######## mul_ctrl ########
**mul_ctrl: gate families picked out**

(2 px per um)
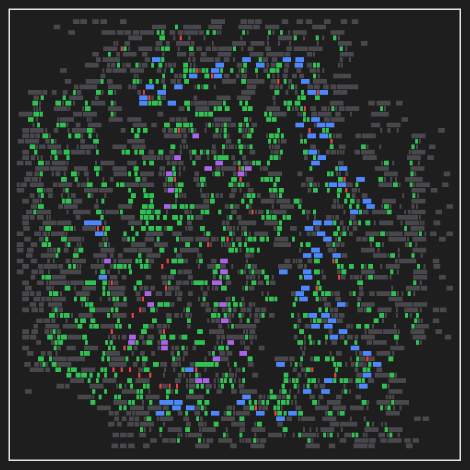

--- src/rtl/mul_defs_pkg.sv ---
// mul_defs: shared multiplier FSM state encodings and radix-4 Booth digit codes.
// Reused by the ALU decode so both sides agree on the encodings.
package mul_defs;
    typedef enum logic [1:0] {
        IDLE = 2'd0,
        RUN  = 2'd1,
        DONE = 2'd2
    } mul_state_e;
    localparam logic [2:0] BOOTH_Z0  = 3'b000;
    localparam logic [2:0] BOOTH_P1A = 3'b001;
    localparam logic [2:0] BOOTH_P1B = 3'b010;
    localparam logic [2:0] BOOTH_P2  = 3'b011;
    localparam logic [2:0] BOOTH_M2  = 3'b100;
    localparam logic [2:0] BOOTH_M1A = 3'b101;
    localparam logic [2:0] BOOTH_M1B = 3'b110;
    localparam logic [2:0] BOOTH_Z1  = 3'b111;
    typedef struct packed {
        logic zero;
        logic neg;
        logic dbl;
    } booth_sel_t;
endpackage

--- src/rtl/booth_recode.sv ---
// booth_recode: maps one overlapping 3-bit multiplier window to a Booth select.
// Ports: bits_i - {b[2k+1], b[2k], b[2k-1]}; sel_o - {zero, neg, double}.
module booth_recode
    import mul_defs::*;
(
    input  logic [2:0] bits_i,
    output booth_sel_t sel_o
);
    assign sel_o.zero = (bits_i == BOOTH_Z0) || (bits_i == BOOTH_Z1);
    assign sel_o.neg  = bits_i[2] && (bits_i != BOOTH_Z1);
    assign sel_o.dbl  = (bits_i == BOOTH_P2) || (bits_i == BOOTH_M2);
endmodule

--- src/rtl/mul_ctrl.sv ---
// mul_ctrl: iterative radix-4 Booth signed multiplier, one digit per cycle.
// Ports: clk, clr (sync active-high reset), start/a/b (request and operands),
//        ready (idle), busy (RUN or DONE), done (one-cycle result pulse),
//        cHI/cLOW (registered upper/lower product halves).
module mul_ctrl
    import mul_defs::*;
#(
    parameter int WIDTH = 32,
    parameter int ITERS = WIDTH / 2
) (
    input  logic             clk,
    input  logic             clr,
    input  logic             start,
    input  logic [WIDTH-1:0] a,
    input  logic [WIDTH-1:0] b,
    output logic             ready,
    output logic             busy,
    output logic             done,
    output logic [WIDTH-1:0] cHI,
    output logic [WIDTH-1:0] cLOW
);
    localparam int CW = $clog2(ITERS);
    localparam int PW = 2 * WIDTH;

    mul_state_e      state_q;
    logic [CW-1:0]   cnt_q;
    logic [PW-1:0]   mcand_q;
    logic [WIDTH:0]  mplr_q;
    logic [PW-1:0]   acc_q;
    logic [PW-1:0]   mult;
    logic [PW-1:0]   addend;
    logic [PW-1:0]   acc_d;
    booth_sel_t      sel;

    // mcand_q is pre-shifted by 2k and mplr_q shifts right so its low three
    // bits are always the current Booth window, with b[-1]=0 appended below.
    booth_recode u_recode (
        .bits_i(mplr_q[2:0]),
        .sel_o (sel)
    );

    always_comb begin
        mult   = sel.zero ? '0 : (sel.dbl ? {mcand_q[PW-2:0], 1'b0} : mcand_q);
        addend = sel.neg ? -mult : mult;
        acc_d  = acc_q + addend;
    end

    assign ready = (state_q == IDLE);
    assign busy  = (state_q == RUN) || (state_q == DONE);

    always_ff @(posedge clk) begin
        if (clr) begin
            state_q <= IDLE;
            cnt_q   <= '0;
            mcand_q <= '0;
            mplr_q  <= '0;
            acc_q   <= '0;
            cHI     <= '0;
            cLOW    <= '0;
            done    <= 1'b0;
        end else begin
            done <= 1'b0;
            case (state_q)
                IDLE: if (start) begin
                    mcand_q <= {{WIDTH{a[WIDTH-1]}}, a};
                    mplr_q  <= {b, 1'b0};
                    acc_q   <= '0;
                    cnt_q   <= '0;
                    state_q <= RUN;
                end
                RUN: begin
                    acc_q   <= acc_d;
                    mcand_q <= mcand_q << 2;
                    mplr_q  <= mplr_q >> 2;
                    cnt_q   <= cnt_q + 1'b1;
                    if (cnt_q == CW'(ITERS - 1)) begin
                        cHI     <= acc_d[PW-1:WIDTH];
                        cLOW    <= acc_d[WIDTH-1:0];
                        done    <= 1'b1;
                        state_q <= DONE;
                    end
                end
                DONE:    state_q <= IDLE;
                default: state_q <= IDLE;
            endcase
        end
    end
endmodule

--- config.mk ---
export PLATFORM = sky130hd
export DESIGN_NAME = mul_ctrl
export DESIGN_NICKNAME = d
export VERILOG_FILES = /design/src/rtl/mul_defs_pkg.sv /design/src/rtl/booth_recode.sv /design/src/rtl/mul_ctrl.sv
export SDC_FILE = /design/constraint.sdc
export NUM_CORES = 1
export LEC_CHECK = 0
export CORE_MARGIN = 3
export CORE_UTILIZATION = 35
export DETAILED_ROUTE_END_ITERATION = 16
export HOLD_SLACK_MARGIN = 0.12
export PLACE_DENSITY_LB_ADDON = 0.2
export SYNTH_ARGS = -nofsm -noshare
export SYNTH_HDL_FRONTEND = slang
export SYNTH_SLANG_ARGS = --single-unit
--- constraint.sdc ---
create_clock -name clk -period 8 [get_ports clk]
set_clock_uncertainty 0.1 [all_clocks]
set_input_delay 1.2 -clock clk [delete_from_list [all_inputs] [get_ports clk]]
set_output_delay 1.2 -clock clk [all_outputs]
set_load 0.02 [all_outputs]
######## icache_direct ########
File: src/rtl/icache_direct.sv
// rtl/icache_direct.sv - direct-mapped read-only instruction cache, one word per set
// Optional hit/miss counters are built when ICACHE_STATS_EN is defined.
module icache_direct #(
   parameter int SETS = 16
) (
   input  logic        CLK,
   input  logic        nRST,
   input  logic        imemREN,
   input  logic [31:0] imemaddr,
   output logic        ihit,
   output logic [31:0] imemload,
   output logic        iREN,
   output logic [31:0] iaddr,
   input  logic        iwait,
   input  logic [31:0] iload
`ifdef ICACHE_STATS_EN
   ,
   output logic [31:0] hit_count,
   output logic [31:0] miss_count
`endif
);

   localparam int IDX_W = $clog2(SETS);
   localparam int TAG_W = 30 - IDX_W;

   typedef enum logic {
      IDLE,
      FETCH
   } state_t;

   state_t state, state_nxt;

   logic [29:0]      miss_addr;
   logic             valid_q [SETS];
   logic [TAG_W-1:0] tag_q   [SETS];
   logic [31:0]      data_q  [SETS];

   logic [IDX_W-1:0] req_idx;
   logic [TAG_W-1:0] req_tag;
   logic [IDX_W-1:0] fill_idx;
   logic [TAG_W-1:0] fill_tag;
   logic             lookup_hit;
   logic             latch_miss;
   logic             fill_en;
   logic             unused_addr_bits;

   assign req_idx          = imemaddr[IDX_W+1:2];
   assign req_tag          = imemaddr[31:IDX_W+2];
   assign fill_idx         = miss_addr[IDX_W-1:0];
   assign fill_tag         = miss_addr[29:IDX_W];
   assign unused_addr_bits = ^imemaddr[1:0];

   assign lookup_hit = valid_q[req_idx] && (tag_q[req_idx] == req_tag);
   // Data is shown regardless of hit; the datapath only looks at it when ihit=1.
   assign imemload   = data_q[req_idx];
   assign iaddr      = {miss_addr, 2'b00};

   always_ff @(posedge CLK or negedge nRST) begin
      if (!nRST) begin
         state <= IDLE;
      end else begin
         state <= state_nxt;
      end
   end

   always_comb begin
      state_nxt  = state;
      ihit       = 1'b0;
      iREN       = 1'b0;
      latch_miss = 1'b0;
      fill_en    = 1'b0;
      case (state)
         IDLE: begin
            if (imemREN) begin
               if (lookup_hit) begin
                  ihit = 1'b1;
               end else begin
                  latch_miss = 1'b1;
                  state_nxt  = FETCH;
               end
            end
         end
         FETCH: begin
            // The fill always completes for the latched address, even if the
            // request moved away while memory was busy.
            iREN = 1'b1;
            if (!iwait) begin
               fill_en   = 1'b1;
               state_nxt = IDLE;
            end
         end
         default: state_nxt = IDLE;
      endcase
   end

   always_ff @(posedge CLK or negedge nRST) begin
      if (!nRST) begin
         miss_addr <= '0;
         for (int i = 0; i < SETS; i++) begin
            valid_q[i] <= 1'b0;
            tag_q[i]   <= '0;
            data_q[i]  <= '0;
         end
      end else begin
         if (latch_miss) begin
            miss_addr <= imemaddr[31:2];
         end
         if (fill_en) begin
            valid_q[fill_idx] <= 1'b1;
            tag_q[fill_idx]   <= fill_tag;
            data_q[fill_idx]  <= iload;
         end
      end
   end

`ifdef ICACHE_STATS_EN
   always_ff @(posedge CLK or negedge nRST) begin
      if (!nRST) begin
         hit_count  <= '0;
         miss_count <= '0;
      end else begin
         if (ihit) begin
            hit_count <= hit_count + 32'd1;
         end
         if (latch_miss) begin
            miss_count <= miss_count + 32'd1;
         end
      end
   end
`endif

endmodule

File: config.mk
export PLATFORM = sky130hd
export DESIGN_NAME = icache_direct
export DESIGN_NICKNAME = d
export VERILOG_FILES = /design/src/rtl/icache_direct.sv
export SDC_FILE = /design/constraint.sdc
export NUM_CORES = 1
export LEC_CHECK = 0
export CORE_AREA = 8 8 345 246
export DETAILED_ROUTE_END_ITERATION = 16
export DIE_AREA = 0 0 353 254
export HOLD_SLACK_MARGIN = 0.03
export PLACE_DENSITY = 0.74
export SKIP_LAST_GASP = 1
export SYNTH_ARGS = -nofsm -noshare
export SYNTH_HDL_FRONTEND = slang
export SYNTH_SLANG_ARGS = --single-unit
File: constraint.sdc
create_clock -name CLK -period 4.6 [get_ports CLK]
set_input_delay 1.15 -clock CLK [delete_from_list [all_inputs] [get_ports CLK]]
set_output_delay 1.15 -clock CLK [all_outputs]
set_load 0.01 [all_outputs]
**mul_ctrl: M2 wires**

(1 px per um)
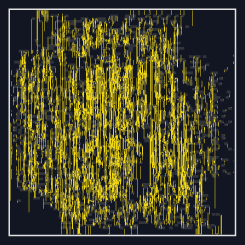
nets with wire on the layer: 1,924
longest straight run: 79.9 um
wire length on this layer: 24.3 mm
global routing met2 resource utilization: 33.4%
final WL: 57.0 mm
Vias: 16,954

## Picture notes: 'gate families picked out' of mul_ctrl
[aoi and oai cells] green | cells: 723
[inv cells] red | cells: 49
[fa/ha/maj cells] blue | cells: 82
[mux cells] purple | cells: 26
fin cells: 2,902
Comb/total area: 57.8%

==> deck_impl_summary.md, mul_ctrl <==
Flow Results at a Glance

Run
  – Tool warning count: 41

Critical path
  – Critical path class: reg -> reg
  – Crit. Startpoint: mplr_q[0]
  – FF-to-FF End: cHI[25]
  – Worst Path Required: 8390 ps

Routing
  – # DRC: 0
  – Starting DRC count in detailed routing: 1,365
  – Routed WL per cell: 19.6 um
  – Met3 WL: 3.71 mm

Logic synthesis
  – Syn avg cell area: 7.37 um2
  – Yosys adder share: 6.17%
  – Synth cell types: 83

Pwr
  – P_leak: just over 7 nW

Final layout
  – Top cells excl fill/tap: nand2_1, a21oi_1, dfxtp_1, nor2_1, o21ai_0
  – Syn-to-layout area delta: 15.7%

Global route
  – Busiest layer in global routing: met2
  – Initial antenna violation count: 0

Floorplanning
  – Die Height: about 220 um

Placement
  – DP Area: 0.0184 mm2

Outcome
  – Status: complete, no violations
## mul_ctrl: power breakdown
group | internal [mW] | switching [mW]
logic | 0.475 | 0.865
registers | 1.23 | 0.127
clock network | 0.826 | 0.544
## mul_ctrl: layout make-up
type | count | area, um2
Clock inverter | 11 | 165
Clock buffer | 41 | 840
Sequential cell | 232 | 4650
Timing Repair Buffer | 167 | 1580
Fill cell | 4815 | 27600
Multi-Input combinational cell | 1795 | 11200
Inverter | 49 | 184
Tap cell | 607 | 759
**icache_direct: gate families picked out**

(1.5 px per um)
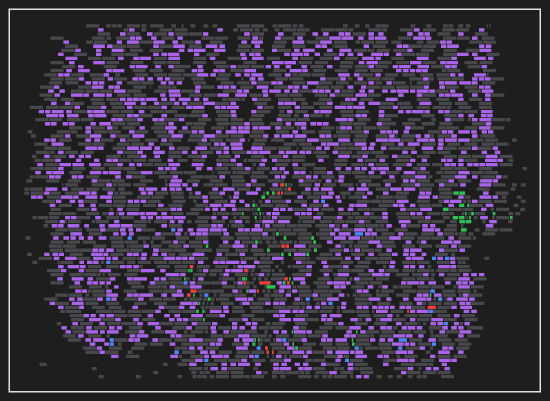
[mux cells] purple | cells: 1,279 | where: all over the die
[xor and xnor cells] blue | cells: 28
[nand cells] green | cells: 61
[aoi and oai cells] red | cells: 20
top logic cell by instance count in the layout: dfrtp_1
fin cells: 3,968

==> deck_impl_summary.md, icache_direct <==
Flow Results at a Glance

Final timing
  – Worst setup slack after layout: -230 ps
  – Final setup violating endpoints: 4

Placement
  – DP Worst Slack: -863 ps

Final layout
  – Fin nets: 2,896

Routing
  – Met2 wire length: 51.8 mm
  – # DRC: 0
  – Final WL: 108 mm

Pwr
  – Pwr Density: 585 mW/mm2
  – Comb pwr: around 7.6 mW

Global route
  – GRT Total Usage: 24.3%

Critical path
  – Crit path launch type: input pin

Logic synthesis
  – Post-synth EDFFs: 0
  – Top post-synthesis cells by count: dfrtp_1, mux2_2, mux4_2, clkbuf_1, buf_1

Outcome
  – Status: finished, violations left
  – Failing checks: negative setup slack

Clock tree
  – CTS Buf Count: between 90 and 100
icache_direct: what timing repair did:
item                       4_1_cts  5_1_grt
setup endpoints to repair       33       22
resized                         33       15
buffers inserted                 2       11
pin swaps                        6        5
cloned                           5        0
hold buffers                     0        0
icache_direct: state kept, by name, indices dropped and copies added, names as in the netlist:
name,cells
state,1
data_q,512
valid_q,16
tag_q,416
miss_addr,30
icache_direct: cell type report:
cell class,count,share of cell area [%]
diodes,2,0.00982
clock buffers,133,5.42
clock inverters,33,0.788
inverters,2,0.0147
multi-input cells,1454,36.8
flip-flops and latches,975,47.9
well taps,1068,2.62
repair buffers,301,6.50

==> gallery <==
Routing congestion.
picture 1
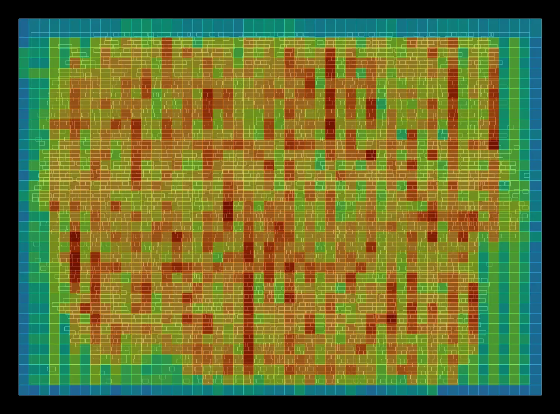
picture 2
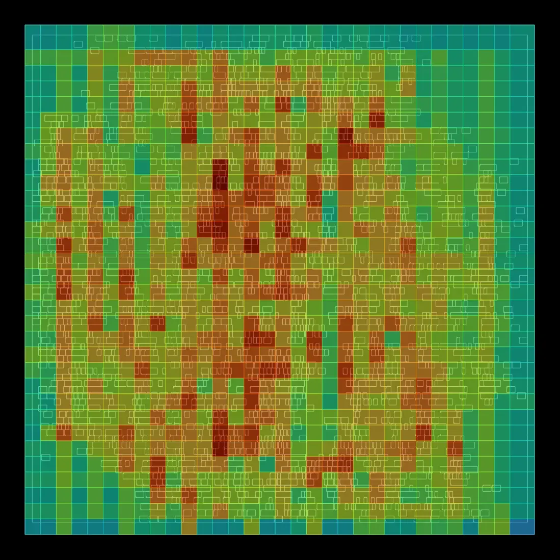
Of these, highest utilization: picture 1
Picture 2 is mul_ctrl.
Picture 1 is icache_direct.



## Gallery

Where the registers sit.
image #1
(2 px per um)
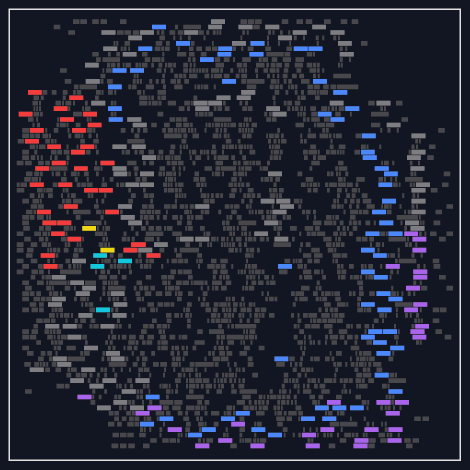
image #2
(1.5 px per um)
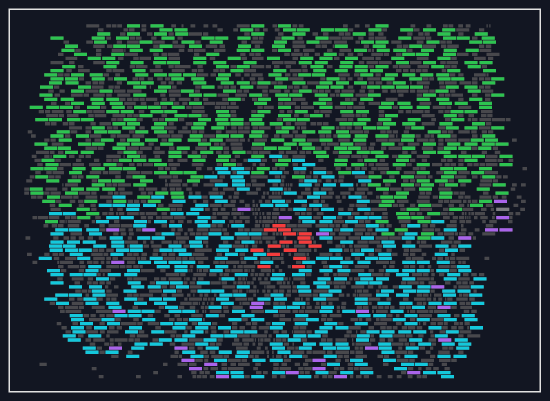
Image #2 is icache_direct.
Image #1 is mul_ctrl.

Key to image #2:
[`data_q`] green | flops: 512
[`valid_q`] red | flops: 16 | where: middle
[`miss_addr`] purple | flops: 30
[`tag_q`] cyan | flops: 416

No activity file was given, so power comes from the tool's default toggle rates.
